# ---- design 1 ----
==> design_1/sizes.png <==
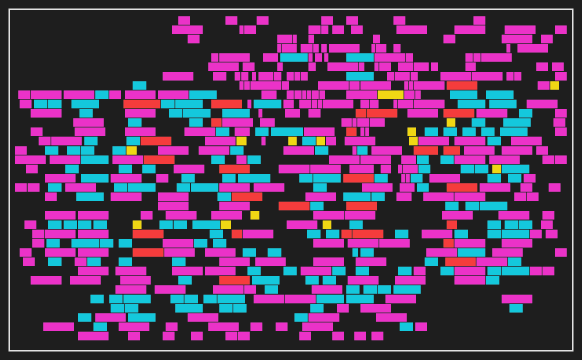

<file path="config.mk">
export PLATFORM = sky130hd
export DESIGN_NAME = fu_issue_queue
export DESIGN_NICKNAME = d
export VERILOG_FILES = /design/src/rtl/fu_issue_queue_pkg.sv /design/src/rtl/fu_issue_queue_ptr_ctrl.sv /design/src/rtl/fu_issue_queue.sv
export SDC_FILE = /design/constraint.sdc
export NUM_CORES = 1
export LEC_CHECK = 0
export CAP_MARGIN = 15
export CORE_ASPECT_RATIO = 0.6
export CORE_UTILIZATION = 40
export DETAILED_ROUTE_END_ITERATION = 8
export SLEW_MARGIN = 15
export SYNTH_ARGS = -nofsm -noshare
export SYNTH_HDL_FRONTEND = slang
export SYNTH_SLANG_ARGS = --single-unit
</file>
<file path="constraint.sdc">
create_clock -name clk -period 4.5 [get_ports clk]
set_input_delay 0.9 -clock clk [delete_from_list [all_inputs] [get_ports clk]]
set_output_delay 0.9 -clock clk [all_outputs]
set_load 0.02 [all_outputs]
</file>
<file path="src/rtl/fu_issue_queue_pkg.sv">
// Shared types for the per-unit in-order issue queue: decoded request,
// functional-unit tag and the life-cycle state of one queue entry.
package fu_issue_queue_pkg;

    localparam int ID_W = 3;

    typedef enum logic [2:0] {
        FU_ALU = 3'd0,
        FU_MAC = 3'd1,
        FU_LD  = 3'd2,
        FU_ST  = 3'd3,
        FU_MSK = 3'd4,
        FU_SLD = 3'd5
    } fu_e;

    typedef struct packed {
        fu_e        fu;
        logic [5:0] op;
        logic [4:0] vd;
        logic [4:0] vs1;
        logic [4:0] vs2;
    } dec_req_t;

    typedef enum logic [1:0] {
        ST_FREE     = 2'd0,
        ST_QUEUED   = 2'd1,
        ST_ISSUED   = 2'd2,
        ST_SRC_DONE = 2'd3
    } ent_state_e;

endpackage

</file>
<file path="src/rtl/fu_issue_queue_ptr_ctrl.sv">
// Pointer, occupancy and entry-state bookkeeping for the issue queue, plus
// detection of done pulses that do not match any tracked entry.
module fu_issue_queue_ptr_ctrl #(
    parameter int DEPTH = 4,
    parameter int PTR_W = $clog2(DEPTH)
) (
    input  logic             clk,
    input  logic             rst,
    input  logic             dp_valid_i,
    input  logic             exu_ready_i,
    input  logic             vs_done_i,
    input  logic             vd_done_i,
    output logic             dp_ready_o,
    output logic             accept_o,
    output logic             iss_valid_o,
    output logic [PTR_W-1:0] wr_ptr_o,
    output logic [PTR_W-1:0] iss_ptr_o,
    output logic [PTR_W-1:0] vs_ptr_o,
    output logic [PTR_W-1:0] rt_ptr_o,
    output logic             resp_vs_o,
    output logic             resp_vd_o,
    output logic             proto_err_o
);
    import fu_issue_queue_pkg::*;

    localparam logic [PTR_W:0]   FULL_CNT = (PTR_W + 1)'(DEPTH);
    localparam logic [PTR_W:0]   CNT_ONE  = 1;
    localparam logic [PTR_W-1:0] PTR_ONE  = 1;

    ent_state_e       st_q [DEPTH];
    logic [PTR_W-1:0] wr_q, iss_q, vs_q, rt_q;
    logic [PTR_W:0]   cnt_q;
    logic             err_q;

    logic iss, vs_hit, rt_src, rt_iss, vd_ret, vs_adv, err_now;

    always_comb begin
        dp_ready_o  = (cnt_q != FULL_CNT);
        accept_o    = dp_valid_i & dp_ready_o;
        iss_valid_o = (st_q[iss_q] == ST_QUEUED);
        iss         = iss_valid_o & exu_ready_i;
        vs_hit      = vs_done_i & (st_q[vs_q] == ST_ISSUED);
        rt_src      = (st_q[rt_q] == ST_SRC_DONE);
        rt_iss      = (st_q[rt_q] == ST_ISSUED);
        vd_ret      = vd_done_i & (rt_src | rt_iss);
        // A retire of a still-ISSUED entry implies vs_ptr==rt_ptr, so the source
        // read completes on the same entry.
        vs_adv      = vs_hit | (vd_done_i & rt_iss);
        err_now     = (vs_done_i & ~vs_hit)
                    | (vd_done_i & ~rt_src & ~rt_iss)
                    | (vd_done_i & rt_iss & ~vs_done_i);
    end

    always_ff @(posedge clk or posedge rst) begin
        if (rst) begin
            for (int i = 0; i < DEPTH; i++) st_q[i] <= ST_FREE;
            wr_q  <= '0;
            iss_q <= '0;
            vs_q  <= '0;
            rt_q  <= '0;
            cnt_q <= '0;
            err_q <= 1'b0;
        end else begin
            if (accept_o) begin
                st_q[wr_q] <= ST_QUEUED;
                wr_q       <= wr_q + PTR_ONE;
            end
            if (iss) begin
                st_q[iss_q] <= ST_ISSUED;
                iss_q       <= iss_q + PTR_ONE;
            end
            if (vs_hit) st_q[vs_q] <= ST_SRC_DONE;
            if (vs_adv) vs_q <= vs_q + PTR_ONE;
            // Placed last so a combined vs/vd on one entry ends up FREE.
            if (vd_ret) begin
                st_q[rt_q] <= ST_FREE;
                rt_q       <= rt_q + PTR_ONE;
            end
            case ({accept_o, vd_ret})
                2'b10:   cnt_q <= cnt_q + CNT_ONE;
                2'b01:   cnt_q <= cnt_q - CNT_ONE;
                default: cnt_q <= cnt_q;
            endcase
            err_q <= err_q | err_now;
        end
    end

    assign wr_ptr_o    = wr_q;
    assign iss_ptr_o   = iss_q;
    assign vs_ptr_o    = vs_q;
    assign rt_ptr_o    = rt_q;
    assign resp_vs_o   = vs_adv;
    assign resp_vd_o   = vd_ret;
    assign proto_err_o = err_q;

endmodule

</file>
<file path="src/rtl/fu_issue_queue.sv">
// In-order issue queue for one execution unit: buffers dispatched requests,
// issues them over valid/ready and reports source-read and write completion.
module fu_issue_queue #(
    parameter int DEPTH = 4,
    parameter int ID_W  = fu_issue_queue_pkg::ID_W
) (
    input  logic                          clk,
    input  logic                          rst,
    input  logic                          dp_req_valid_i,
    output logic                          dp_req_ready_o,
    input  fu_issue_queue_pkg::dec_req_t  dp_req_i,
    input  logic [ID_W-1:0]               dp_id_i,
    output logic                          q_empty_o,
    output logic                          exu_req_valid_o,
    input  logic                          exu_req_ready_i,
    output fu_issue_queue_pkg::dec_req_t  exu_req_o,
    output logic [ID_W-1:0]               exu_id_o,
    input  logic                          exu_vs_done_i,
    input  logic                          exu_vd_done_i,
    output logic                          resp_vs_valid_o,
    output logic [ID_W-1:0]               resp_vs_id_o,
    output logic                          resp_vd_valid_o,
    output logic [ID_W-1:0]               resp_vd_id_o,
    output logic                          proto_err_o
);
    import fu_issue_queue_pkg::*;

    localparam int PTR_W = $clog2(DEPTH);

    dec_req_t         req_q [DEPTH];
    logic [ID_W-1:0]  id_q  [DEPTH];
    logic [PTR_W-1:0] wr_ptr, iss_ptr, vs_ptr, rt_ptr;
    logic             accept, resp_vs, resp_vd;
    logic             resp_vs_valid_q, resp_vd_valid_q;
    logic [ID_W-1:0]  resp_vs_id_q, resp_vd_id_q;

    fu_issue_queue_ptr_ctrl #(.DEPTH(DEPTH), .PTR_W(PTR_W)) u_ptr_ctrl (
        .clk         (clk),
        .rst         (rst),
        .dp_valid_i  (dp_req_valid_i),
        .exu_ready_i (exu_req_ready_i),
        .vs_done_i   (exu_vs_done_i),
        .vd_done_i   (exu_vd_done_i),
        .dp_ready_o  (dp_req_ready_o),
        .accept_o    (accept),
        .iss_valid_o (exu_req_valid_o),
        .wr_ptr_o    (wr_ptr),
        .iss_ptr_o   (iss_ptr),
        .vs_ptr_o    (vs_ptr),
        .rt_ptr_o    (rt_ptr),
        .resp_vs_o   (resp_vs),
        .resp_vd_o   (resp_vd),
        .proto_err_o (proto_err_o)
    );

    always_ff @(posedge clk or posedge rst) begin
        if (rst) begin
            for (int i = 0; i < DEPTH; i++) begin
                req_q[i] <= '0;
                id_q[i]  <= '0;
            end
        end else if (accept) begin
            req_q[wr_ptr] <= dp_req_i;
            id_q[wr_ptr]  <= dp_id_i;
        end
    end

    // Ids are sampled from the pre-edge pointers, i.e. the entries the pulses target.
    always_ff @(posedge clk or posedge rst) begin
        if (rst) begin
            resp_vs_valid_q <= 1'b0;
            resp_vs_id_q    <= '0;
            resp_vd_valid_q <= 1'b0;
            resp_vd_id_q    <= '0;
        end else begin
            resp_vs_valid_q <= resp_vs;
            resp_vs_id_q    <= resp_vs ? id_q[vs_ptr] : '0;
            resp_vd_valid_q <= resp_vd;
            resp_vd_id_q    <= resp_vd ? id_q[rt_ptr] : '0;
        end
    end

    assign exu_req_o       = req_q[iss_ptr];
    assign exu_id_o        = id_q[iss_ptr];
    assign q_empty_o       = ~exu_req_valid_o;
    assign resp_vs_valid_o = resp_vs_valid_q;
    assign resp_vs_id_o    = resp_vs_id_q;
    assign resp_vd_valid_o = resp_vd_valid_q;
    assign resp_vd_id_o    = resp_vd_id_q;

endmodule

</file>
# ---- design 2 ----
$ cat config.mk
export PLATFORM = sky130hd
export DESIGN_NAME = uart_pixel_packer
export DESIGN_NICKNAME = d
export VERILOG_FILES = /design/src/rtl/uart_pixel_packer.sv
export SDC_FILE = /design/constraint.sdc
export NUM_CORES = 1
export LEC_CHECK = 0
export ABC_AREA = 1
export CAP_MARGIN = 20
export CORE_MARGIN = 3
export CORE_UTILIZATION = 50
export CTS_BUF_LIST = sky130_fd_sc_hd__clkbuf_8
export CTS_CLUSTER_SIZE = 10
export DETAILED_ROUTE_END_ITERATION = 7
export PLACE_DENSITY = 0.84
export REMOVE_ABC_BUFFERS = 1
export SETUP_SLACK_MARGIN = 0.2
export SLEW_MARGIN = 0
export SYNTH_ARGS = -nofsm -noshare
export SYNTH_HDL_FRONTEND = slang
export SYNTH_SLANG_ARGS = --single-unit
$ cat constraint.sdc
create_clock -name sclk -period 2.5 [get_ports sclk]
set_clock_uncertainty 0.2 [all_clocks]
set_input_delay 0.25 -clock sclk [delete_from_list [all_inputs] [get_ports sclk]]
set_output_delay 0.25 -clock sclk [all_outputs]
set_load 0.01 [all_outputs]
$ cat src/rtl/uart_pixel_packer.sv
// uart_pixel_packer: packs the uart_rx byte stream into RGB565/RGB888 pixel
// words for the SDRAM write FIFO, counts pixels per frame, drops partial
// pixels on an inter-byte timeout and flags FIFO overflow.
// Optional build macro: UART_PIXEL_SYNC_EN adds a 0x55,0xAA frame-header hunt
// that gates packing and is re-armed after every frame and every timeout.
module uart_pixel_packer #(
  parameter int unsigned OUT_W       = 24,
  parameter int unsigned H_PIXELS    = 800,
  parameter int unsigned V_LINES     = 480,
  parameter int unsigned TIMEOUT_CYC = 50000,
  parameter int unsigned CNT_W       = 20
) (
  input  logic             sclk,
  input  logic             s_rst_n,
  input  logic [7:0]       rx_data,
  input  logic             rx_flag,
  input  logic             fmt_888,
  input  logic             fifo_full,
  input  logic             err_clr,
  output logic             wr_en,
  output logic [OUT_W-1:0] wr_data,
  output logic             frame_done,
  output logic [CNT_W-1:0] pixel_cnt,
  output logic             overflow,
  output logic             timeout_err
);

  localparam int unsigned FRAME_PIX = H_PIXELS * V_LINES;
  localparam int unsigned IDLE_W    = $clog2(TIMEOUT_CYC);
  localparam int unsigned PIX_W     = 24;

  localparam logic [CNT_W-1:0]  LAST_PIX  = CNT_W'(FRAME_PIX - 1);
  localparam logic [IDLE_W-1:0] IDLE_LAST = IDLE_W'(TIMEOUT_CYC - 1);

  logic [1:0]       byte_idx;
  logic             fmt_lat;
  logic [IDLE_W-1:0] idle_cnt;
  logic [15:0]      asm_q;

  logic             run_c;
  logic             accept_c;
  logic             last_byte_c;
  logic             pix_done_c;
  logic             frame_end_c;
  logic             tmo_c;
  logic [PIX_W-1:0] pix_word_c;

`ifdef UART_PIXEL_SYNC_EN
  localparam logic [1:0] S_HUNT  = 2'd0;
  localparam logic [1:0] S_GOT55 = 2'd1;
  localparam logic [1:0] S_RUN   = 2'd2;

  logic [1:0] state_q;
  logic [1:0] state_d;

  // Header-hunt state register
  always_ff @(posedge sclk or negedge s_rst_n) begin
    if (!s_rst_n) state_q <= S_HUNT;
    else          state_q <= state_d;
  end

  // Header-hunt next state: 0x55 then 0xAA enters RUN; frame end or timeout re-arms
  always_comb begin
    state_d = state_q;
    case (state_q)
      S_HUNT: begin
        if (rx_flag && rx_data == 8'h55) state_d = S_GOT55;
      end
      S_GOT55: begin
        if (rx_flag) begin
          if (rx_data == 8'hAA)      state_d = S_RUN;
          else if (rx_data == 8'h55) state_d = S_GOT55;
          else                       state_d = S_HUNT;
        end
      end
      S_RUN: begin
        if (frame_end_c || tmo_c) state_d = S_HUNT;
      end
      default: state_d = S_HUNT;
    endcase
  end

  assign run_c = (state_q == S_RUN);
`else
  assign run_c = 1'b1;
`endif

  // Pixel completion, frame end and timeout decode
  always_comb begin
    accept_c    = rx_flag & run_c;
    last_byte_c = fmt_lat ? (byte_idx == 2'd2) : (byte_idx == 2'd1);
    pix_done_c  = accept_c & last_byte_c;
    frame_end_c = pix_done_c & (pixel_cnt == LAST_PIX);
    tmo_c       = !rx_flag && (byte_idx != 2'd0) && (idle_cnt == IDLE_LAST);
    pix_word_c  = fmt_lat ? {asm_q, rx_data} : {8'h00, asm_q[7:0], rx_data};
  end

  // Byte assembly, format latch and inter-byte idle timer
  always_ff @(posedge sclk or negedge s_rst_n) begin
    if (!s_rst_n) begin
      byte_idx <= 2'd0;
      fmt_lat  <= 1'b0;
      idle_cnt <= '0;
      asm_q    <= '0;
    end else begin
      if (byte_idx == 2'd0 && pixel_cnt == '0) fmt_lat <= fmt_888;

      if (accept_c) begin
        asm_q    <= {asm_q[7:0], rx_data};
        byte_idx <= last_byte_c ? 2'd0 : 2'(byte_idx + 2'd1);
      end else if (tmo_c) begin
        byte_idx <= 2'd0;
      end

      if (rx_flag || byte_idx == 2'd0 || tmo_c) idle_cnt <= '0;
      else                                      idle_cnt <= IDLE_W'(idle_cnt + IDLE_W'(1));
    end
  end

  // Pixel write strobe, data word and frame counter
  always_ff @(posedge sclk or negedge s_rst_n) begin
    if (!s_rst_n) begin
      wr_en      <= 1'b0;
      wr_data    <= '0;
      frame_done <= 1'b0;
      pixel_cnt  <= '0;
    end else begin
      wr_en      <= pix_done_c & ~fifo_full;
      frame_done <= frame_end_c;
      if (pix_done_c && !fifo_full) wr_data <= OUT_W'(pix_word_c);
      if (pix_done_c) pixel_cnt <= frame_end_c ? '0 : CNT_W'(pixel_cnt + CNT_W'(1));
    end
  end

  // Sticky error flags; a new event beats a simultaneous clear
  always_ff @(posedge sclk or negedge s_rst_n) begin
    if (!s_rst_n) begin
      overflow    <= 1'b0;
      timeout_err <= 1'b0;
    end else begin
      overflow    <= (pix_done_c & fifo_full) | (overflow & ~err_clr);
      timeout_err <= tmo_c | (timeout_err & ~err_clr);
    end
  end

endmodule

==> design_1/congestion.png <==
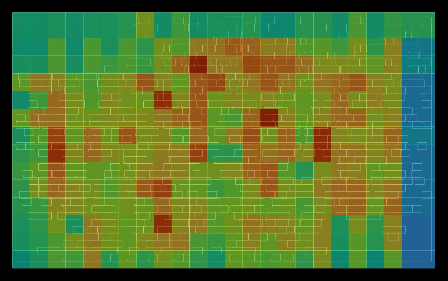
global-route usage over all layers: 18.2%
global routing usage on met3: 5.42%
met2 track demand over resource: 25.2%
global route hottest layer: met1

==> design_1/flops_by_reg.png <==
Other sequential cells in the stronger grey, the rest of the logic in the fainter grey.
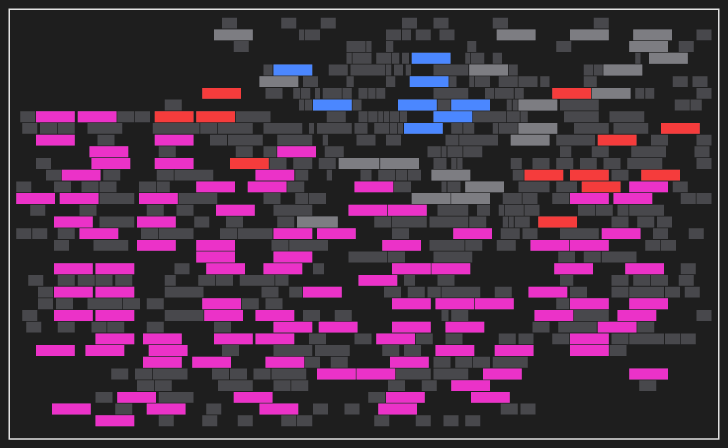
| colour | signal | flops |
|---|---|---|
| magenta | req_q | 96 |
| blue | u_ptr_ctrl.st_q | 8 |
| red | id_q | 12 |
sequential cell area: 3410 sq um
Seq/total area: 43.3%

Notes on design_1/sizes.png above:
| colour | size | cells | share |
|---|---|---|---|
| cyan | _2 cells | 155 | 31% |
| magenta | _0 and _1 cells | 300 | 60% |
| yellow | _3 and _4 cells | 14 | 2.8% |
| red | _6 and larger | 27 | 5.4% |
signed area change from the synthesized netlist to the final layout: 23.7%
non-clock buffer count: 79
fin area: 7860 sq um
final setup margin: 0.995 ns

==> run notes, design 1 <==
Implementation results.

The cell sitting at the root of the clock tree is a sky130_fd_sc_hd__clkbuf_16. The internal power of the cells is 0.00440 W. Wire segments on met3 add up to 968 um in the final route. The die covers 16400 sq um. The largest combinational cell category by area is multiplexers. The top cell type by instance count after synthesis is sky130_fd_sc_hd__dfrtp_1. Setup slack on the worst reg-to-reg path comes out at between 1.5 and 2 ns. The worst hold path class is reg2reg. The share of Yosys cell area claimed by the top area cell type is 53.6%. The sequential fraction of the synthesis area is between 50 and 60%. In this run the standard cell core region covers 15400 sq um. The count of non-filler cells in the finished layout is between 600 and 700. Per the cell usage report, the commonest logic cell in the layout is sky130_fd_sc_hd__dfrtp_1.

The report gives the cell count of the worst hold path as 1. The total setup buffers inserted after CTS is 0. The top-level port count is 72. Summed over all sequential cells, the power is 0.00233 W.

The flow ran to the end, and the final reports show no timing, DRC or antenna violations. The timing report attributes the biggest portion of critical-path delay to buffers and inverters. The multi-input logic area is 2760 sq um. In the synthesized netlist, the cells that appear most often are 136 x sky130_fd_sc_hd__dfrtp_1, 110 x sky130_fd_sc_hd__mux2_2, 37 x sky130_fd_sc_hd__mux4_2.

The capturing element of the worst setup path is exu_req_o[16].
==> design_2/cell_density.png <==
10 x 10 tiles, from black (low) to pale yellow (high), 0 to 100% covered.
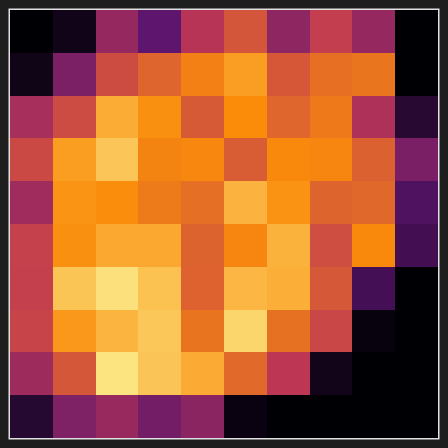
fullest tile: 94%
emptiest ninth of the die: south-east
mean over tiles: 52%
tiles over 75% full: 26%

==> run notes, design 2 <==
Implementation results.

The flow ran to the end, and the final reports show no timing, DRC or antenna violations. TritonCTS created 9 clock buffers. The register ranked first by flip-flop count is wr_data. The starting DRC count in detailed routing is 203. The inverter count is around 50.

The startpoint of the most critical setup path is fmt_lat$_DFFE_PN0P_. Per Yosys stat, the portion of area used by sequential elements is 51.7%. The number of cells on the critical path is 7.

The detailed-routing wirelength on met1 is around 4000 um. From left edge to right edge, the die measures around 96 um. The largest registers in the layout are wr_data: 24 flops, pixel_cnt: 20 flops. Leaving out fill and tap cells, the most frequent cells in the layout are 147 x sky130_fd_sc_hd__nand2_1, 83 x sky130_fd_sc_hd__dfrtp_1, 64 x sky130_fd_sc_hd__nor2_1. The repair_antennas step left the layout with diodes totalling 0. Warnings reported by Yosys during synthesis add up to 0. The chip area estimate from yosys synthesis is around 4000 sq um.

==> gallery <==
Cell classes on the final placement.
shot_01.png
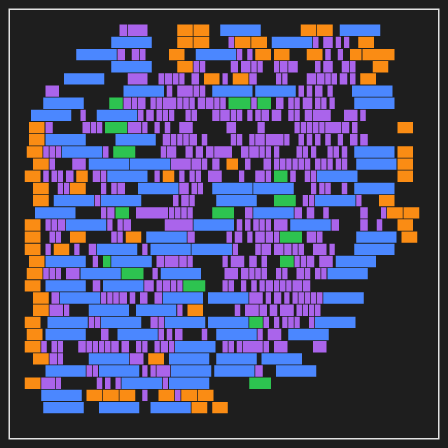
shot_02.png
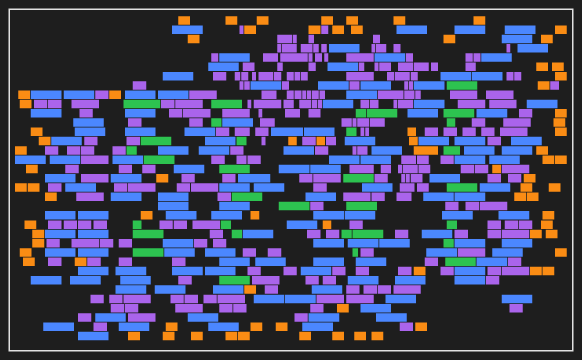
The one with the highest utilization is shot_01.png.
- design 1 = shot_02.png
- design 2 = shot_01.png


# ---- design 3 ----
==> design_3/flops_by_reg.png <==
Other sequential cells in the stronger grey, the rest of the logic in the fainter grey.
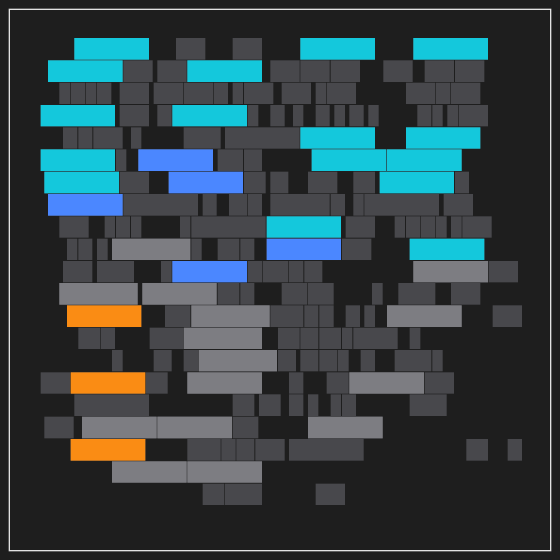

===== config.mk =====
export PLATFORM = sky130hd
export DESIGN_NAME = snes_serial_tx
export DESIGN_NICKNAME = d
export VERILOG_FILES = /design/src/rtl/snes_serial_tx.sv
export SDC_FILE = /design/constraint.sdc
export NUM_CORES = 1
export LEC_CHECK = 0
export ABC_AREA = 0
export CORE_MARGIN = 3
export CORE_UTILIZATION = 50
export CTS_BUF_LIST = sky130_fd_sc_hd__clkbuf_16
export DETAILED_ROUTE_END_ITERATION = 6
export GPL_TIMING_DRIVEN = 1
export HOLD_SLACK_MARGIN = 0.02
export PLACE_DENSITY = 0.77
export SLEW_MARGIN = 20
export SYNTH_ARGS = -nofsm -noshare
export SYNTH_HDL_FRONTEND = slang
export SYNTH_SLANG_ARGS = --single-unit

===== constraint.sdc =====
create_clock -name clk -period 2 [get_ports clk]
set_input_delay 0.4 -clock clk [delete_from_list [all_inputs] [get_ports clk]]
set_output_delay 0.4 -clock clk [all_outputs]
set_load 0.02 [all_outputs]

===== src/rtl/snes_serial_tx.sv =====
// Console-side serial transmitter for the emulated SNES pad. Mimics the 4021 shift
// register chain: LATCH loads the button word, CLOCK rising edges shift it out on DATA.
// Console pins are asynchronous, so each one is synchronised and glitch-filtered first.
module snes_serial_tx #(
  parameter int unsigned SYNC_STAGES = 2,
  parameter int unsigned MIN_PULSE   = 4,
  parameter int unsigned NUM_BITS    = 16
) (
  input  logic                clk,
  input  logic                reset,
  input  logic [NUM_BITS-1:0] button_data,
  input  logic                snes_latch,
  input  logic                snes_clk,
  output logic                snes_data,
  output logic                busy,
  output logic                frame_done
);

  localparam int unsigned CntW  = $clog2(NUM_BITS + 1);
  localparam int unsigned FiltW = $clog2(MIN_PULSE + 1);

  localparam logic [CntW-1:0]  LastBit = CntW'(NUM_BITS - 1);
  localparam logic [CntW-1:0]  DoneCnt = CntW'(NUM_BITS);
  localparam logic [FiltW-1:0] FiltMax = FiltW'(MIN_PULSE - 1);

  typedef enum logic [1:0] {StIdle, StLoad, StShift, StDone} state_e;

  logic [SYNC_STAGES-1:0] latch_sync_q;
  logic [SYNC_STAGES-1:0] clk_sync_q;
  logic                   latch_filt_q;
  logic                   clk_filt_q;
  logic                   clk_prev_q;
  logic [FiltW-1:0]       latch_cnt_q;
  logic [FiltW-1:0]       clk_cnt_q;
  state_e                 state_q;
  logic [NUM_BITS-1:0]    shift_q;
  logic [NUM_BITS-1:0]    shifted;
  logic [CntW-1:0]        bit_cnt_q;
  logic                   clk_rise;

  // Pin synchronisers; CLOCK idles high so its chain resets to ones
  always_ff @(posedge clk or negedge reset) begin
    if (!reset) begin
      latch_sync_q <= '0;
      clk_sync_q   <= '1;
    end else begin
      latch_sync_q <= {latch_sync_q[SYNC_STAGES-2:0], snes_latch};
      clk_sync_q   <= {clk_sync_q[SYNC_STAGES-2:0], snes_clk};
    end
  end

  // LATCH filter: accept a new level only after MIN_PULSE consecutive differing cycles
  always_ff @(posedge clk or negedge reset) begin
    if (!reset) begin
      latch_filt_q <= 1'b0;
      latch_cnt_q  <= '0;
    end else if (latch_sync_q[SYNC_STAGES-1] != latch_filt_q) begin
      if (latch_cnt_q == FiltMax) begin
        latch_filt_q <= latch_sync_q[SYNC_STAGES-1];
        latch_cnt_q  <= '0;
      end else begin
        latch_cnt_q <= latch_cnt_q + 1'b1;
      end
    end else begin
      latch_cnt_q <= '0;
    end
  end

  // CLOCK filter plus previous-level register for edge detection
  always_ff @(posedge clk or negedge reset) begin
    if (!reset) begin
      clk_filt_q <= 1'b1;
      clk_prev_q <= 1'b1;
      clk_cnt_q  <= '0;
    end else begin
      clk_prev_q <= clk_filt_q;
      if (clk_sync_q[SYNC_STAGES-1] != clk_filt_q) begin
        if (clk_cnt_q == FiltMax) begin
          clk_filt_q <= clk_sync_q[SYNC_STAGES-1];
          clk_cnt_q  <= '0;
        end else begin
          clk_cnt_q <= clk_cnt_q + 1'b1;
        end
      end else begin
        clk_cnt_q <= '0;
      end
    end
  end

  assign clk_rise = clk_filt_q & ~clk_prev_q;
  assign shifted  = {1'b0, shift_q[NUM_BITS-1:1]};

  // Frame FSM with registered DATA/busy/frame_done; a high LATCH always wins
  always_ff @(posedge clk or negedge reset) begin
    if (!reset) begin
      state_q    <= StIdle;
      shift_q    <= '0;
      bit_cnt_q  <= '0;
      snes_data  <= 1'b1;
      busy       <= 1'b0;
      frame_done <= 1'b0;
    end else begin
      frame_done <= 1'b0;
      unique case (state_q)
        StIdle, StDone: begin
          if (latch_filt_q) begin
            state_q   <= StLoad;
            shift_q   <= button_data;
            bit_cnt_q <= '0;
            snes_data <= ~button_data[0];
            busy      <= 1'b1;
          end
        end
        StLoad: begin
          if (latch_filt_q) begin
            // Parallel load follows the input for as long as LATCH is held
            shift_q   <= button_data;
            bit_cnt_q <= '0;
            snes_data <= ~button_data[0];
          end else begin
            state_q   <= StShift;
            snes_data <= ~shift_q[0];
          end
        end
        StShift: begin
          if (latch_filt_q) begin
            // Re-latch mid-frame: abandon the frame without a done pulse
            state_q   <= StLoad;
            shift_q   <= button_data;
            bit_cnt_q <= '0;
            snes_data <= ~button_data[0];
          end else if (clk_rise) begin
            shift_q <= shifted;
            if (bit_cnt_q == LastBit) begin
              state_q    <= StDone;
              bit_cnt_q  <= DoneCnt;
              snes_data  <= 1'b0;
              busy       <= 1'b0;
              frame_done <= 1'b1;
            end else begin
              bit_cnt_q <= bit_cnt_q + 1'b1;
              snes_data <= ~shifted[0];
            end
          end else begin
            snes_data <= ~shift_q[0];
          end
        end
        default: state_q <= StIdle;
      endcase
    end
  end

endmodule

# ---- design 4 ----
<file path="src/rtl/dma_burst_writer.sv">
// Memory-to-bus DMA path: streams words from the CI scratchpad (SSRAM port B) to bus
// memory as burst write transactions, re-arbitrating for the bus before every burst.
module dma_burst_writer #(
   parameter int unsigned ssram_address_width = 9,
   parameter int unsigned block_size_width    = 10
) (
   input  logic                           clock,
   input  logic                           reset,
   input  logic                           start,
   input  logic [31:0]                    bus_start_address,
   input  logic [ssram_address_width-1:0] memory_start_address,
   input  logic [block_size_width-1:0]    block_size,
   input  logic [7:0]                     burst_size,
   output logic                           busy,
   output logic                           error,
   output logic [ssram_address_width-1:0] ssram_address,
   input  logic [31:0]                    ssram_data,
   output logic                           request,
   input  logic                           granted,
   output logic [31:0]                    address_data_out,
   output logic [3:0]                     byte_enables_out,
   output logic [7:0]                     burst_size_out,
   output logic                           read_n_write_out,
   output logic                           begin_transaction_out,
   output logic                           end_transaction_out,
   output logic                           data_valid_out,
   input  logic                           busy_in,
   input  logic                           error_in
);

   // burst_size + 1 reaches 256, so burst arithmetic needs at least 9 bits
   localparam int unsigned len_width = (block_size_width > 9) ? block_size_width : 9;

   typedef enum logic [2:0] {
      S_IDLE,
      S_REQUEST,
      S_BEGIN,
      S_DATA,
      S_END,
      S_ERROR
   } state_t;

   state_t state_q, state_d;

   logic [31:0]                    bus_addr_q;
   logic [ssram_address_width-1:0] mem_addr_q;
   logic [block_size_width-1:0]    remaining_q;
   logic [7:0]                     burst_q;
   logic [len_width-1:0]           count_q;
   logic [31:0]                    hold_q;
   logic                           hold_valid_q;
   logic [31:0]                    begin_address_q;

   logic [len_width-1:0] burst_len;
   logic [len_width-1:0] rem_len;
   logic [len_width-1:0] len;
   logic                 last_word;

   logic        busy_d;
   logic        request_d;
   logic        begin_d;
   logic        end_d;
   logic        valid_d;
   logic [3:0]  byte_enables_d;
   logic [7:0]  burst_size_d;
   logic [31:0] begin_address_d;

   // Current burst length: full burst, or whatever is left of the block
   always_comb begin
      burst_len = len_width'(burst_q) + len_width'(1);
      rem_len   = len_width'(remaining_q);
      len       = (burst_len < rem_len) ? burst_len : rem_len;
      last_word = (count_q == (len - len_width'(1)));
   end

   // Next-state decode and next values of the registered bus outputs
   always_comb begin
      state_d         = state_q;
      busy_d          = 1'b0;
      request_d       = 1'b0;
      begin_d         = 1'b0;
      end_d           = 1'b0;
      valid_d         = 1'b0;
      byte_enables_d  = 4'b0000;
      burst_size_d    = 8'd0;
      begin_address_d = 32'd0;

      case (state_q)
         S_IDLE: begin
            if (start && (block_size != '0)) state_d = S_REQUEST;
         end
         S_REQUEST: begin
            if (granted) state_d = S_BEGIN;
         end
         S_BEGIN: begin
            state_d = error_in ? S_ERROR : S_DATA;
         end
         S_DATA: begin
            if (error_in)                  state_d = S_ERROR;
            else if (!busy_in && last_word) state_d = S_END;
         end
         S_END: begin
            state_d = (rem_len == len) ? S_IDLE : S_REQUEST;
         end
         S_ERROR: begin
            state_d = S_IDLE;
         end
         default: begin
            state_d = S_IDLE;
         end
      endcase

      busy_d    = (state_d != S_IDLE);
      request_d = (state_d == S_REQUEST);
      begin_d   = (state_d == S_BEGIN);
      end_d     = (state_d == S_END);
      valid_d   = (state_d == S_DATA);
      if (state_d == S_BEGIN) begin
         byte_enables_d  = 4'b1111;
         burst_size_d    = 8'(len - len_width'(1));
         begin_address_d = bus_addr_q;
      end
   end

   // State, working copies, prefetch pipeline and registered outputs
   always_ff @(posedge clock) begin
      if (reset) begin
         state_q               <= S_IDLE;
         bus_addr_q            <= 32'd0;
         mem_addr_q            <= '0;
         remaining_q           <= '0;
         burst_q               <= 8'd0;
         count_q               <= '0;
         hold_q                <= 32'd0;
         hold_valid_q          <= 1'b0;
         begin_address_q       <= 32'd0;
         busy                  <= 1'b0;
         error                 <= 1'b0;
         request               <= 1'b0;
         begin_transaction_out <= 1'b0;
         end_transaction_out   <= 1'b0;
         data_valid_out        <= 1'b0;
         byte_enables_out      <= 4'b0000;
         burst_size_out        <= 8'd0;
         ssram_address         <= '0;
      end else begin
         state_q               <= state_d;
         busy                  <= busy_d;
         request               <= request_d;
         begin_transaction_out <= begin_d;
         end_transaction_out   <= end_d;
         data_valid_out        <= valid_d;
         byte_enables_out      <= byte_enables_d;
         burst_size_out        <= burst_size_d;
         begin_address_q       <= begin_address_d;

         if ((state_q == S_IDLE) && start) begin
            bus_addr_q  <= bus_start_address;
            mem_addr_q  <= memory_start_address;
            remaining_q <= block_size;
            burst_q     <= burst_size;
            error       <= 1'b0;
         end else if (state_d == S_ERROR) begin
            error <= 1'b1;
         end

         case (state_q)
            S_REQUEST: begin
               ssram_address <= mem_addr_q;
               count_q       <= '0;
               hold_valid_q  <= 1'b0;
            end
            S_BEGIN: begin
               ssram_address <= mem_addr_q + ssram_address_width'(1);
            end
            S_DATA: begin
               // ssram_address runs one word ahead; a stall parks the in-flight word in hold_q
               if (!error_in) begin
                  if (!busy_in) begin
                     mem_addr_q    <= mem_addr_q + ssram_address_width'(1);
                     ssram_address <= ssram_address + ssram_address_width'(1);
                     count_q       <= count_q + len_width'(1);
                     hold_valid_q  <= 1'b0;
                  end else if (!hold_valid_q) begin
                     hold_q       <= ssram_data;
                     hold_valid_q <= 1'b1;
                  end
               end
            end
            S_END: begin
               bus_addr_q  <= bus_addr_q + (32'(len) << 2);
               remaining_q <= remaining_q - block_size_width'(len);
            end
            default: begin
            end
         endcase
      end
   end

   // Write data comes straight from the scratchpad (or the stall holding word)
   assign address_data_out = (state_q == S_DATA) ? (hold_valid_q ? hold_q : ssram_data)
                                                 : begin_address_q;
   assign read_n_write_out = 1'b0;

endmodule

</file>
<file path="config.mk">
export PLATFORM = sky130hd
export DESIGN_NAME = dma_burst_writer
export DESIGN_NICKNAME = d
export VERILOG_FILES = /design/src/rtl/dma_burst_writer.sv
export SDC_FILE = /design/constraint.sdc
export NUM_CORES = 1
export LEC_CHECK = 0
export CORE_MARGIN = 10
export CORE_UTILIZATION = 54
export DETAILED_ROUTE_END_ITERATION = 10
export GPL_TIMING_DRIVEN = 0
export PLACE_DENSITY_LB_ADDON = 0.15
export SLEW_MARGIN = 5
export SYNTH_ARGS = -nofsm -noshare
export SYNTH_HDL_FRONTEND = slang
export SYNTH_SLANG_ARGS = --single-unit
</file>
<file path="constraint.sdc">
create_clock -name clock -period 6.1 [get_ports clock]
set_clock_uncertainty 0.1 [all_clocks]
set_input_delay 1.22 -clock clock [delete_from_list [all_inputs] [get_ports clock]]
set_output_delay 1.22 -clock clock [all_outputs]
set_load 0.01 [all_outputs]
</file>
# ---- design 5 ----
**config.mk**
```make
export PLATFORM = sky130hd
export DESIGN_NAME = player_controller
export DESIGN_NICKNAME = d
export VERILOG_FILES = /design/src/rtl/player_controller_pkg.sv /design/src/rtl/player_controller_button_debounce.sv /design/src/rtl/player_controller.sv
export SDC_FILE = /design/constraint.sdc
export NUM_CORES = 1
export LEC_CHECK = 0
export CAP_MARGIN = 25
export CORE_MARGIN = 2
export CORE_UTILIZATION = 51
export CTS_BUF_LIST = sky130_fd_sc_hd__clkbuf_8
export CTS_CLUSTER_SIZE = 28
export DETAILED_ROUTE_END_ITERATION = 16
export PLACE_DENSITY = 0.83
export REMOVE_ABC_BUFFERS = 1
export SYNTH_ARGS = -nofsm -noshare
export SYNTH_HDL_FRONTEND = slang
export SYNTH_SLANG_ARGS = --single-unit
```
**constraint.sdc**
```tcl
create_clock -name clk -period 2.75 [get_ports clk]
set_input_delay 0.55 -clock clk [delete_from_list [all_inputs] [get_ports clk]]
set_output_delay 0.55 -clock clk [all_outputs]
set_load 0.005 [all_outputs]
```
**src/rtl/player_controller_pkg.sv**
```systemverilog
// Shared encodings for the player controller: player state and game_tick phase codes.
package player_controller_pkg;

    typedef enum logic [1:0] {
        ST_IDLE = 2'b00,
        ST_RUN  = 2'b01,
        ST_JUMP = 2'b10,
        ST_DEAD = 2'b11
    } player_state_t;

    typedef enum logic [1:0] {
        GT_NONE = 2'b00,
        GT_VEL  = 2'b01,
        GT_POS  = 2'b10
    } game_tick_t;

    // Ticks and the down request only reach physics while the player is in play.
    function automatic logic is_active(input player_state_t s);
        return (s == ST_RUN) || (s == ST_JUMP);
    endfunction

endpackage

```
**src/rtl/player_controller_button_debounce.sv**
```systemverilog
// Two-flop synchroniser followed by a stability counter; the level follows the
// synchronised input only after it has held a new value for DEBOUNCE_CYCLES cycles.
module button_debounce #(
    parameter int DEBOUNCE_CYCLES = 16,
    parameter int DEBOUNCE_W      = 5
) (
    input  logic clk,
    input  logic reset_n,
    input  logic btn_raw,
    output logic level
);

    localparam logic [DEBOUNCE_W-1:0] CNT_LAST = DEBOUNCE_W'(DEBOUNCE_CYCLES - 1);

    logic                  sync_q1;
    logic                  sync_q2;
    logic [DEBOUNCE_W-1:0] stable_cnt;

    // NOTE: non-blocking assignments make every flop sample pre-edge values; with
    // blocking ones the two synchroniser stages would collapse into a single flop.
    always_ff @(posedge clk or negedge reset_n) begin
        if (!reset_n) begin
            sync_q1    <= 1'b0;
            sync_q2    <= 1'b0;
            stable_cnt <= '0;
            level      <= 1'b0;
        end else begin
            sync_q1 <= btn_raw;
            sync_q2 <= sync_q1;
            if (sync_q2 == level) begin
                stable_cnt <= '0;
            end else if (stable_cnt == CNT_LAST) begin
                level      <= sync_q2;
                stable_cnt <= '0;
            end else begin
                stable_cnt <= stable_cnt + 1'b1;
            end
        end
    end

endmodule

```
**src/rtl/player_controller.sv**
```systemverilog
// Player FSM, per-frame velocity/position tick sequencer and output qualification
// feeding player_physics.
module player_controller
    import player_controller_pkg::*;
#(
    parameter int DEBOUNCE_CYCLES = 16,
    parameter int DEBOUNCE_W      = 5
) (
    input  logic       clk,
    input  logic       reset_n,
    input  logic       frame_tick,
    input  logic       btn_up_raw,
    input  logic       btn_down_raw,
    input  logic       collision,
    input  logic       game_restart,
    input  logic       jump_done,
    output logic [1:0] game_tick,
    output logic       jump_pulse,
    output logic       button_down,
    output logic [1:0] player_state
);

    player_state_t state;
    game_tick_t    phase;
    logic          dbnc_up;
    logic          dbnc_down;
    logic          up_prev;
    logic          up_rise;
    logic          jump_fire;

    button_debounce #(
        .DEBOUNCE_CYCLES(DEBOUNCE_CYCLES),
        .DEBOUNCE_W     (DEBOUNCE_W)
    ) u_dbnc_up (
        .clk    (clk),
        .reset_n(reset_n),
        .btn_raw(btn_up_raw),
        .level  (dbnc_up)
    );

    button_debounce #(
        .DEBOUNCE_CYCLES(DEBOUNCE_CYCLES),
        .DEBOUNCE_W     (DEBOUNCE_W)
    ) u_dbnc_down (
        .clk    (clk),
        .reset_n(reset_n),
        .btn_raw(btn_down_raw),
        .level  (dbnc_down)
    );

    // A held up button after DEAD->IDLE must not restart the run; only a fresh press does.
    assign up_rise   = dbnc_up & ~up_prev;
    assign jump_fire = (phase == GT_VEL) && (state == ST_RUN) && dbnc_up && !dbnc_down;

    always_ff @(posedge clk or negedge reset_n) begin
        if (!reset_n) begin
            state   <= ST_IDLE;
            phase   <= GT_NONE;
            up_prev <= 1'b0;
        end else begin
            up_prev <= dbnc_up;
            if (collision && (state != ST_DEAD)) begin
                state <= ST_DEAD;
                phase <= GT_NONE;
            end else begin
                unique case (state)
                    ST_IDLE: if (up_rise)                          state <= ST_RUN;
                    ST_RUN:  if (jump_fire)                        state <= ST_JUMP;
                    ST_JUMP: if ((phase == GT_POS) && jump_done)   state <= ST_RUN;
                    ST_DEAD: if (game_restart)                     state <= ST_IDLE;
                    default:                                       state <= ST_IDLE;
                endcase
                // A frame_tick landing inside a running sequence is dropped.
                unique case (phase)
                    GT_VEL:  phase <= GT_POS;
                    GT_POS:  phase <= GT_NONE;
                    default: phase <= (frame_tick && is_active(state)) ? GT_VEL : GT_NONE;
                endcase
            end
        end
    end

    assign game_tick    = phase;
    assign player_state = state;
    assign jump_pulse   = jump_fire;
    assign button_down  = dbnc_down && is_active(state);

endmodule
```
# ---- design 6 ----
`src/rtl/reg_file_mp.sv`:
```
// reg_file_mp: multi-port register file for the tiny CPU datapath.
// Two combinational read ports (A/B) with write-first bypass, one synchronous
// write port, and a clear engine that sweeps every entry to RESET_VAL.
// Build option: define REG_FILE_ZERO_REG_EN to hardwire entry 0 to zero.
// Handshake: clear_req_in is a level sampled only in IDLE. clear_busy_out is
// high for the DEPTH sweep cycles. clear_done_out pulses for the single cycle
// that follows the last cleared entry. Writes, bypass and further requests are
// ignored whenever the engine is not IDLE.
module reg_file_mp #(
  parameter int                 DATA_W    = 8,
  parameter int                 ADDR_W    = 3,
  parameter logic [DATA_W-1:0]  RESET_VAL = '0
) (
  input  logic              clk_in,
  input  logic              reset_in,
  input  logic [ADDR_W-1:0] rd_a_addr_in,
  output logic [DATA_W-1:0] rd_a_data_out,
  input  logic [ADDR_W-1:0] rd_b_addr_in,
  output logic [DATA_W-1:0] rd_b_data_out,
  input  logic [ADDR_W-1:0] write_addr_in,
  input  logic              write_en_in,
  input  logic [DATA_W-1:0] write_data_in,
  input  logic              clear_req_in,
  output logic              clear_busy_out,
  output logic              clear_done_out,
  output logic [1:0]        fsm_state_out
);

  localparam int DEPTH = 1 << ADDR_W;
  localparam logic [ADDR_W-1:0] LAST_IDX = ADDR_W'(DEPTH - 1);

  localparam logic [1:0] ST_IDLE  = 2'd0;
  localparam logic [1:0] ST_SWEEP = 2'd1;
  localparam logic [1:0] ST_DONE  = 2'd2;

  logic [1:0]        state_q, state_d;
  logic [ADDR_W-1:0] cnt_q, cnt_d;
  logic [DATA_W-1:0] mem_q [DEPTH];
  logic              idle;
  logic              write_ok;

  assign idle           = (state_q == ST_IDLE);
  assign clear_busy_out = (state_q == ST_SWEEP);
  assign clear_done_out = (state_q == ST_DONE);
  assign fsm_state_out  = state_q;

  // Qualify the write: only in IDLE, and never to the hardwired entry 0.
  always_comb begin
    write_ok = idle && write_en_in;
`ifdef REG_FILE_ZERO_REG_EN
    if (write_addr_in == '0) write_ok = 1'b0;
`endif
  end

  // Read port A: stored value, overridden by a same-cycle write (write-first).
  always_comb begin
    rd_a_data_out = mem_q[rd_a_addr_in];
    if (write_ok && (rd_a_addr_in == write_addr_in)) rd_a_data_out = write_data_in;
`ifdef REG_FILE_ZERO_REG_EN
    if (rd_a_addr_in == '0) rd_a_data_out = '0;
`endif
  end

  // Read port B: same rules as port A, fully independent.
  always_comb begin
    rd_b_data_out = mem_q[rd_b_addr_in];
    if (write_ok && (rd_b_addr_in == write_addr_in)) rd_b_data_out = write_data_in;
`ifdef REG_FILE_ZERO_REG_EN
    if (rd_b_addr_in == '0) rd_b_data_out = '0;
`endif
  end

  // Clear engine next state: IDLE -> SWEEP (DEPTH cycles) -> DONE -> IDLE.
  always_comb begin
    state_d = state_q;
    cnt_d   = cnt_q;
    case (state_q)
      ST_IDLE: begin
        if (clear_req_in) begin
          state_d = ST_SWEEP;
          cnt_d   = '0;
        end
      end
      ST_SWEEP: begin
        if (cnt_q == LAST_IDX) begin
          state_d = ST_DONE;
          cnt_d   = '0;
        end else begin
          cnt_d = cnt_q + ADDR_W'(1);
        end
      end
      ST_DONE: begin
        state_d = ST_IDLE;
      end
      default: begin
        state_d = ST_IDLE;
        cnt_d   = '0;
      end
    endcase
  end

  // Clear engine state and sweep counter.
  always_ff @(posedge clk_in or negedge reset_in) begin
    if (!reset_in) begin
      state_q <= ST_IDLE;
      cnt_q   <= '0;
    end else begin
      state_q <= state_d;
      cnt_q   <= cnt_d;
    end
  end

  // Storage: port writes in IDLE, one entry cleared per SWEEP cycle.
  always_ff @(posedge clk_in or negedge reset_in) begin
    if (!reset_in) begin
      for (int i = 0; i < DEPTH; i++) mem_q[i] <= RESET_VAL;
    end else begin
      if (write_ok) mem_q[write_addr_in] <= write_data_in;
      if (state_q == ST_SWEEP) mem_q[cnt_q] <= RESET_VAL;
    end
  end

endmodule

```
`config.mk`:
```
export PLATFORM = sky130hd
export DESIGN_NAME = reg_file_mp
export DESIGN_NICKNAME = d
export VERILOG_FILES = /design/src/rtl/reg_file_mp.sv
export SDC_FILE = /design/constraint.sdc
export NUM_CORES = 1
export LEC_CHECK = 0
export CAP_MARGIN = 20
export CORE_MARGIN = 2
export CORE_UTILIZATION = 53
export DETAILED_ROUTE_END_ITERATION = 10
export MAX_ROUTING_LAYER = met4
export PLACE_DENSITY = 0.86
export SETUP_SLACK_MARGIN = 0.2
export SLEW_MARGIN = 0
export SYNTH_ARGS = -nofsm -noshare
export SYNTH_HDL_FRONTEND = slang
export SYNTH_SLANG_ARGS = --single-unit
```
`constraint.sdc`:
```
create_clock -name clk_in -period 1.75 [get_ports clk_in]
set_input_delay 0.2625 -clock clk_in [delete_from_list [all_inputs] [get_ports clk_in]]
set_output_delay 0.2625 -clock clk_in [all_outputs]
set_load 0.01 [all_outputs]
```
==> design_5/placement_by_type.png <==
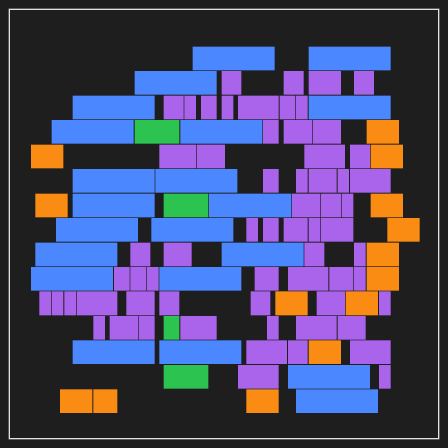
| colour | class | cells |
|---|---|---|
| orange | other buffers and delay cells | 14 |
| purple | combinational and other logic | 63 |
| green | clock drivers and dummy loads | 4 |
| blue | flops | 21 |

==> run notes, design 5 <==
Implementation results.

The fraction of power spent switching nets is a little under a third. At the placement stage, the worst setup path has a slack of 0.763 ns. At the floorplan stage, the core utilization is reported as 54.8%. The flow reports power dissipated in sequential cells as 0.000388 W. The number of max-slew violations in the final report is 0. The total setup buffers inserted after CTS is 0.

Routing resource usage on met1 recorded by global route was 22.4%. The average vias per placed instance is about 5. The worst register-to-register path depth is 5. The capturing element of the worst setup path is button_down. The number of storage elements in the synthesis netlist is 21.

Total global-route track usage over all layers is 17.2%. After synthesis, the largest area contributor takes up 54.3% of total cell area. The growth of design area from synthesis to finish is 22.3%.

Including well taps, the total number of placed cells is between 100 and 150. The run finished with clean final reports. The hold violation count in the final report is 0. The final timing summary puts the cycle share of the worst path at 83.0%. The HPWL after detailed placement is 1150 um. Per report_power, the top consumer among the power groups is sequential cells. Setup repair after global routing left no endpoint under its margin.

Once routing completed, OpenROAD measured the worst setup slack at 0.468 ns. The number of remaining DRC errors is 0.
==> design_3/placement_by_type.png <==
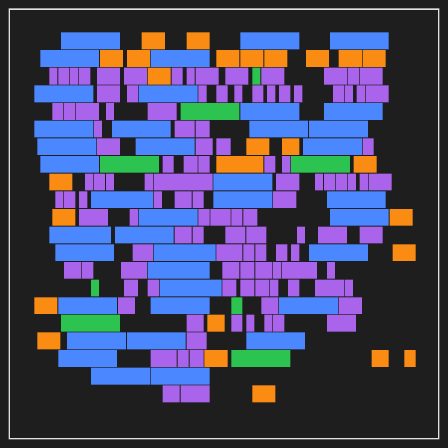
| colour | class | cells |
|---|---|---|
| orange | other buffers and delay cells | 26 |
| green | clock drivers and dummy loads | 8 |
| purple | combinational and other logic | 115 |
| blue | flops | 39 |

==> design_3/sizes.png <==
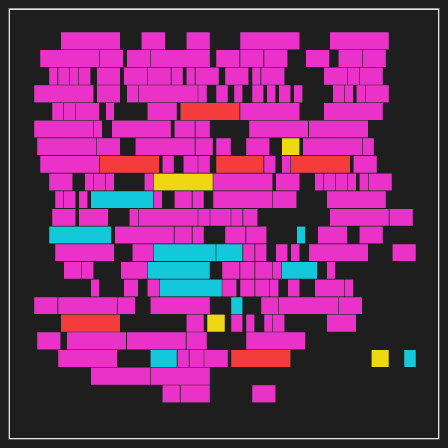
| colour | size | cells | share |
|---|---|---|---|
| red | _6 and larger | 6 | 3.2% |
| yellow | _3 and _4 cells | 4 | 2.1% |
| magenta | _0 and _1 cells | 167 | 89% |
| cyan | _2 cells | 11 | 5.9% |

## Picture notes: design_3/flops_by_reg.png
| colour | signal | flops |
|---|---|---|
| orange | clk_cnt_q | 3 |
| blue | bit_cnt_q | 5 |
| cyan | shift_q | 16 |
not coloured: 15

==> run notes, design 3 <==
Implementation results.

The flow ran to the end, and the final reports show no timing, DRC or antenna violations. The power attributed to combinational cells is 0.00111 W. After clock tree synthesis, the setup repair step added 0 buffers. The synthesis report names the predominant flop master as sky130_fd_sc_hd__dfrtp_1. The layout has 5 inverters outside the clock class. The post-CTS resize count is 0.

The number of buffers on the longest clock path is 2. The final hold slack is 0.167 ns. The global route total overflow is 0. The area taken by flip-flops and latches is 982 sq um. The antenna violation net count after detailed routing is 0. The final tally of setup violations is 0.

The clock tree synthesis step divided the H-tree into 2 levels. The gate family responsible for the most delay along the worst path is buffers and inverters. The sort of element at the start of the critical path is a register. The largest part of the power goes to sequential cells.

The fraction of final cell area spent on non-clock buffers in this run is 11.7%. The number of max-cap violations is 0. The post-detailed-placement cell area is 2060 sq um. Counting distinct cell types in the post-synthesis netlist gives 37. There are 39 flip-flops and latches. During tapcell insertion the tool placed 46 well taps. Global routing consumed, on the met1 layer, 19.6% of the routing resources. In this run the most used layer during global routing was met2.
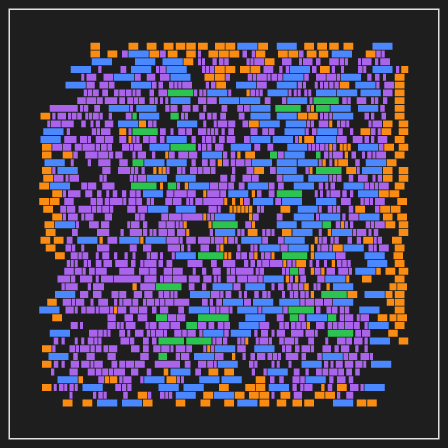
(design_4/placement_by_type.png)
| colour | class | cells |
|---|---|---|
| blue | flops | 160 |
| purple | combinational and other logic | 917 |
| orange | other buffers and delay cells | 234 |
| green | clock drivers and dummy loads | 32 |

==> run notes, design 4 <==
Implementation results.

The flow inserted 220 tap cells. The detailed-routing iteration count for the pre-antenna-repair pass is 6. The combinational share of cell area is 47.6%. The depth of the worst hold-timing path is 2.

The final worst-path setup slack is between 0.3 and 0.4 ns. The clock network consumes a total of 0.00108 W. The worst setup slack before clock tree synthesis is -0.344 ns. The analysis attributes to cell leakage a power of 4.43 nW. Once the clock tree was built, the resizer swapped 6 gates to a different size. TritonCTS created 17 clock buffers. The initial antenna violation count is 1. The routability congestion estimate from global placement is 0.920.

The uppermost metal layer occupied by signal nets is met4. The number of global-route vias before repair is 8587. The run finished with clean final reports.

The async set or reset register ratio after synthesis is 0%. The overall die size recorded for this design is between 20000 and 25000 sq um. The met3 track utilization from global routing is 5.55%.
==> design_6/placement_by_type.png <==
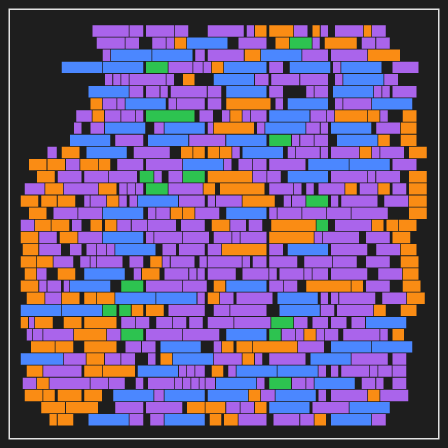
| colour | class | cells |
|---|---|---|
| green | clock drivers and dummy loads | 16 |
| orange | other buffers and delay cells | 129 |
| blue | flops | 69 |
| purple | combinational and other logic | 304 |
Seq/total area: 25.1%
area of the placeable core: 8180 sq um
fin area: 6880 sq um

==> design_6/congestion.png <==
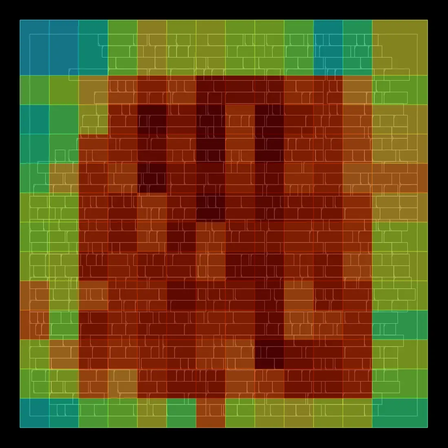
met1 Usage GRT: 46.3%
met2 track demand over resource: 64.4%
global route hottest layer: met2
global-route usage over all layers: 41.5%
post-detailed-route wirelength per cell: 33.2 um

==> run notes, design 6 <==
Implementation results.

After the first detailed-routing iteration, the DRC count stood at 723. The synthesis report lists the Yosys warning total as 0. The slew of the pin with the lowest slew margin is ~0.56 ns. After layout, the worst setup slack is -0.675 ns.

The final tally of setup violations is 86. In the post-synthesis netlist, the biggest area contributors are sky130_fd_sc_hd__dfrtp_1 39%, sky130_fd_sc_hd__mux4_1 9.4%, sky130_fd_sc_hd__mux4_2 8.1%. The final core utilization is 84.1%. The adder-cell area share of the yosys netlist is 0.560%. For reference, the critical path cell chain is mux4_2 -> mux2_4 -> mux2_4 -> buf_6.

The final reports fail on negative setup slack. The number of logged tool warnings is 29. TritonCTS built the clock tree. The power per unit of standard cell area is about 1300 nW/um^2. The OpenROAD report gives the critical path a required time of 1.49 ns. The post-route setup TNS is -27.02 ns. According to the finish report, the design has a final net count of 536. At the later pin of the worst-skew pair, clock insertion delay measures 0.37 ns. The register ranked first by flip-flop count is mem_q. The synthesis run shows the most used standard cells to be 69 x sky130_fd_sc_hd__dfrtp_1, 65 x sky130_fd_sc_hd__a21oi_1, 64 x sky130_fd_sc_hd__nand3_1.

The flow ran to the end, but the final reports show violations. The endpoint class of the critical path is a primary output. The relative area of clock buffers and inverters in the final design is 3.02%. The clock sink total is 69.

The worst setup slack before clock tree synthesis is -1.11 ns. Port buffering added 40 buffers. The number of storage elements in the synthesis netlist is 69. The number of buffers on the longest clock path is 2. The first global-routing pass estimated 26500 um of wire. The biggest area consumer among cell classes is combinational gates. The uppermost metal layer occupied by signal nets is met4.

==> notes/layouts.md <==
Pictures saved along the way, in no particular order.

Where the registers sit.
(a)
Other sequential cells in the stronger grey, the rest of the logic in the fainter grey.
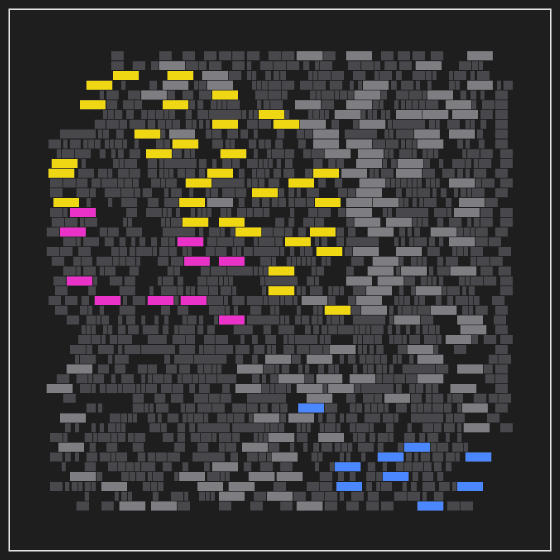
(b)
Other cells in grey.
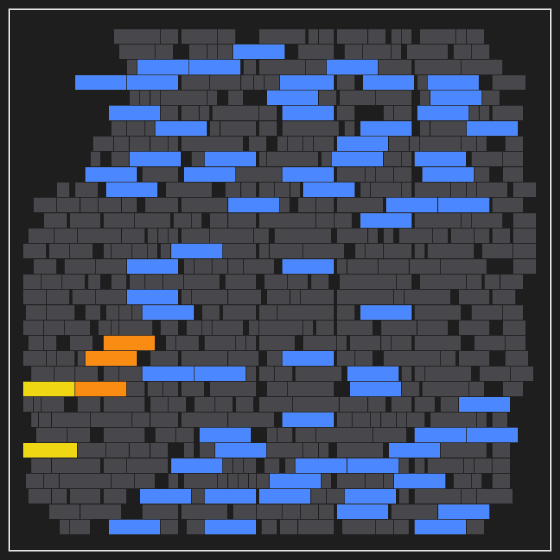
(c)
Other sequential cells in the stronger grey, the rest of the logic in the fainter grey.
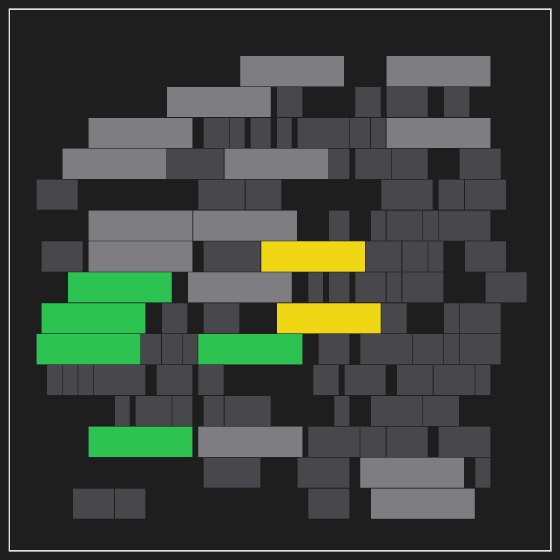
design 5: (c)
design 4: (a)
design 6: (b)



==> screenshots <==
Sizing map.
panel A
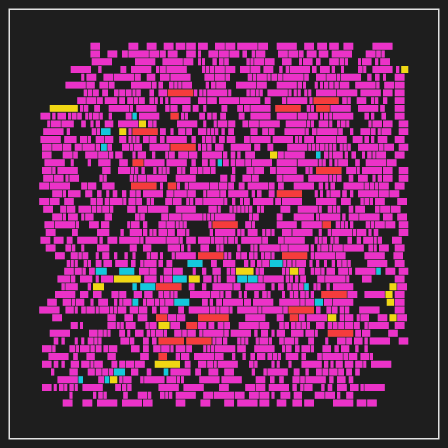
panel B
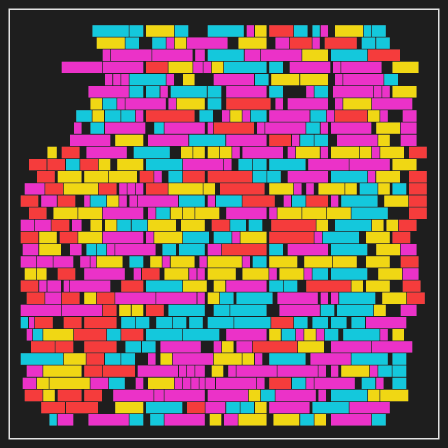
panel C
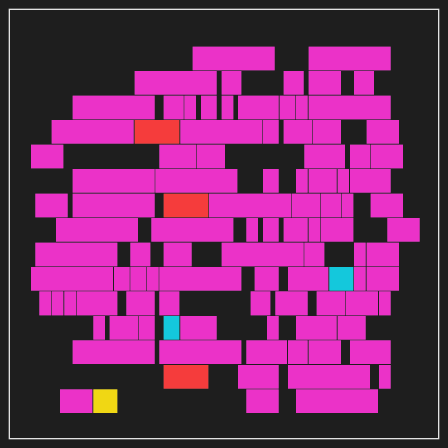
panel D
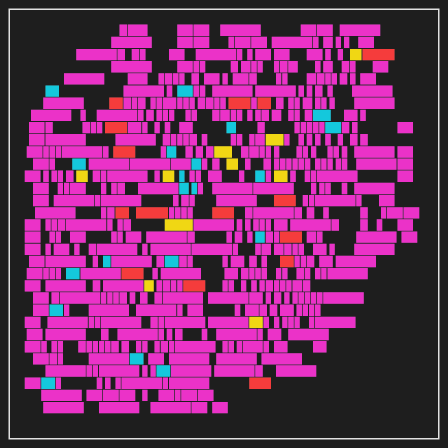
Of these, fewest cells: panel C
Of these, most cells: panel A
design 6 -> panel B
design 4 -> panel A
design 2 -> panel D
design 5 -> panel C

Key to panel D:
| colour | size | cells | share |
|---|---|---|---|
| red | _6 and larger | 15 | 2.7% |
| magenta | _0 and _1 cells | 515 | 92% |
| cyan | _2 cells | 20 | 3.6% |
| yellow | _3 and _4 cells | 10 | 1.8% |


==> screenshots <==
Track usage over the die.
image #1
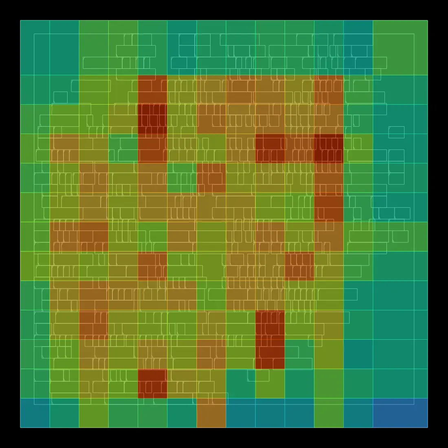
image #2
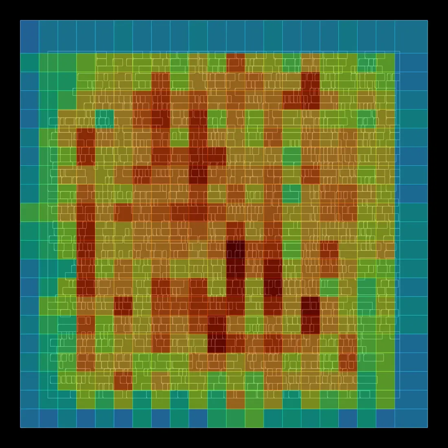
image #3
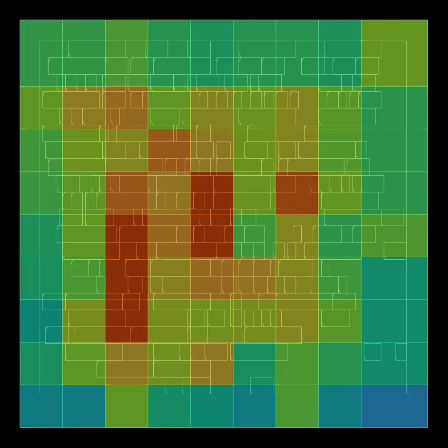
Of these, lowest track usage: image #3
Of these, highest track usage: image #2
Design 3 is image #3.
Design 2 is image #1.
Design 4 is image #2.

No activity file was given, so power comes from the tool's default toggle rates.
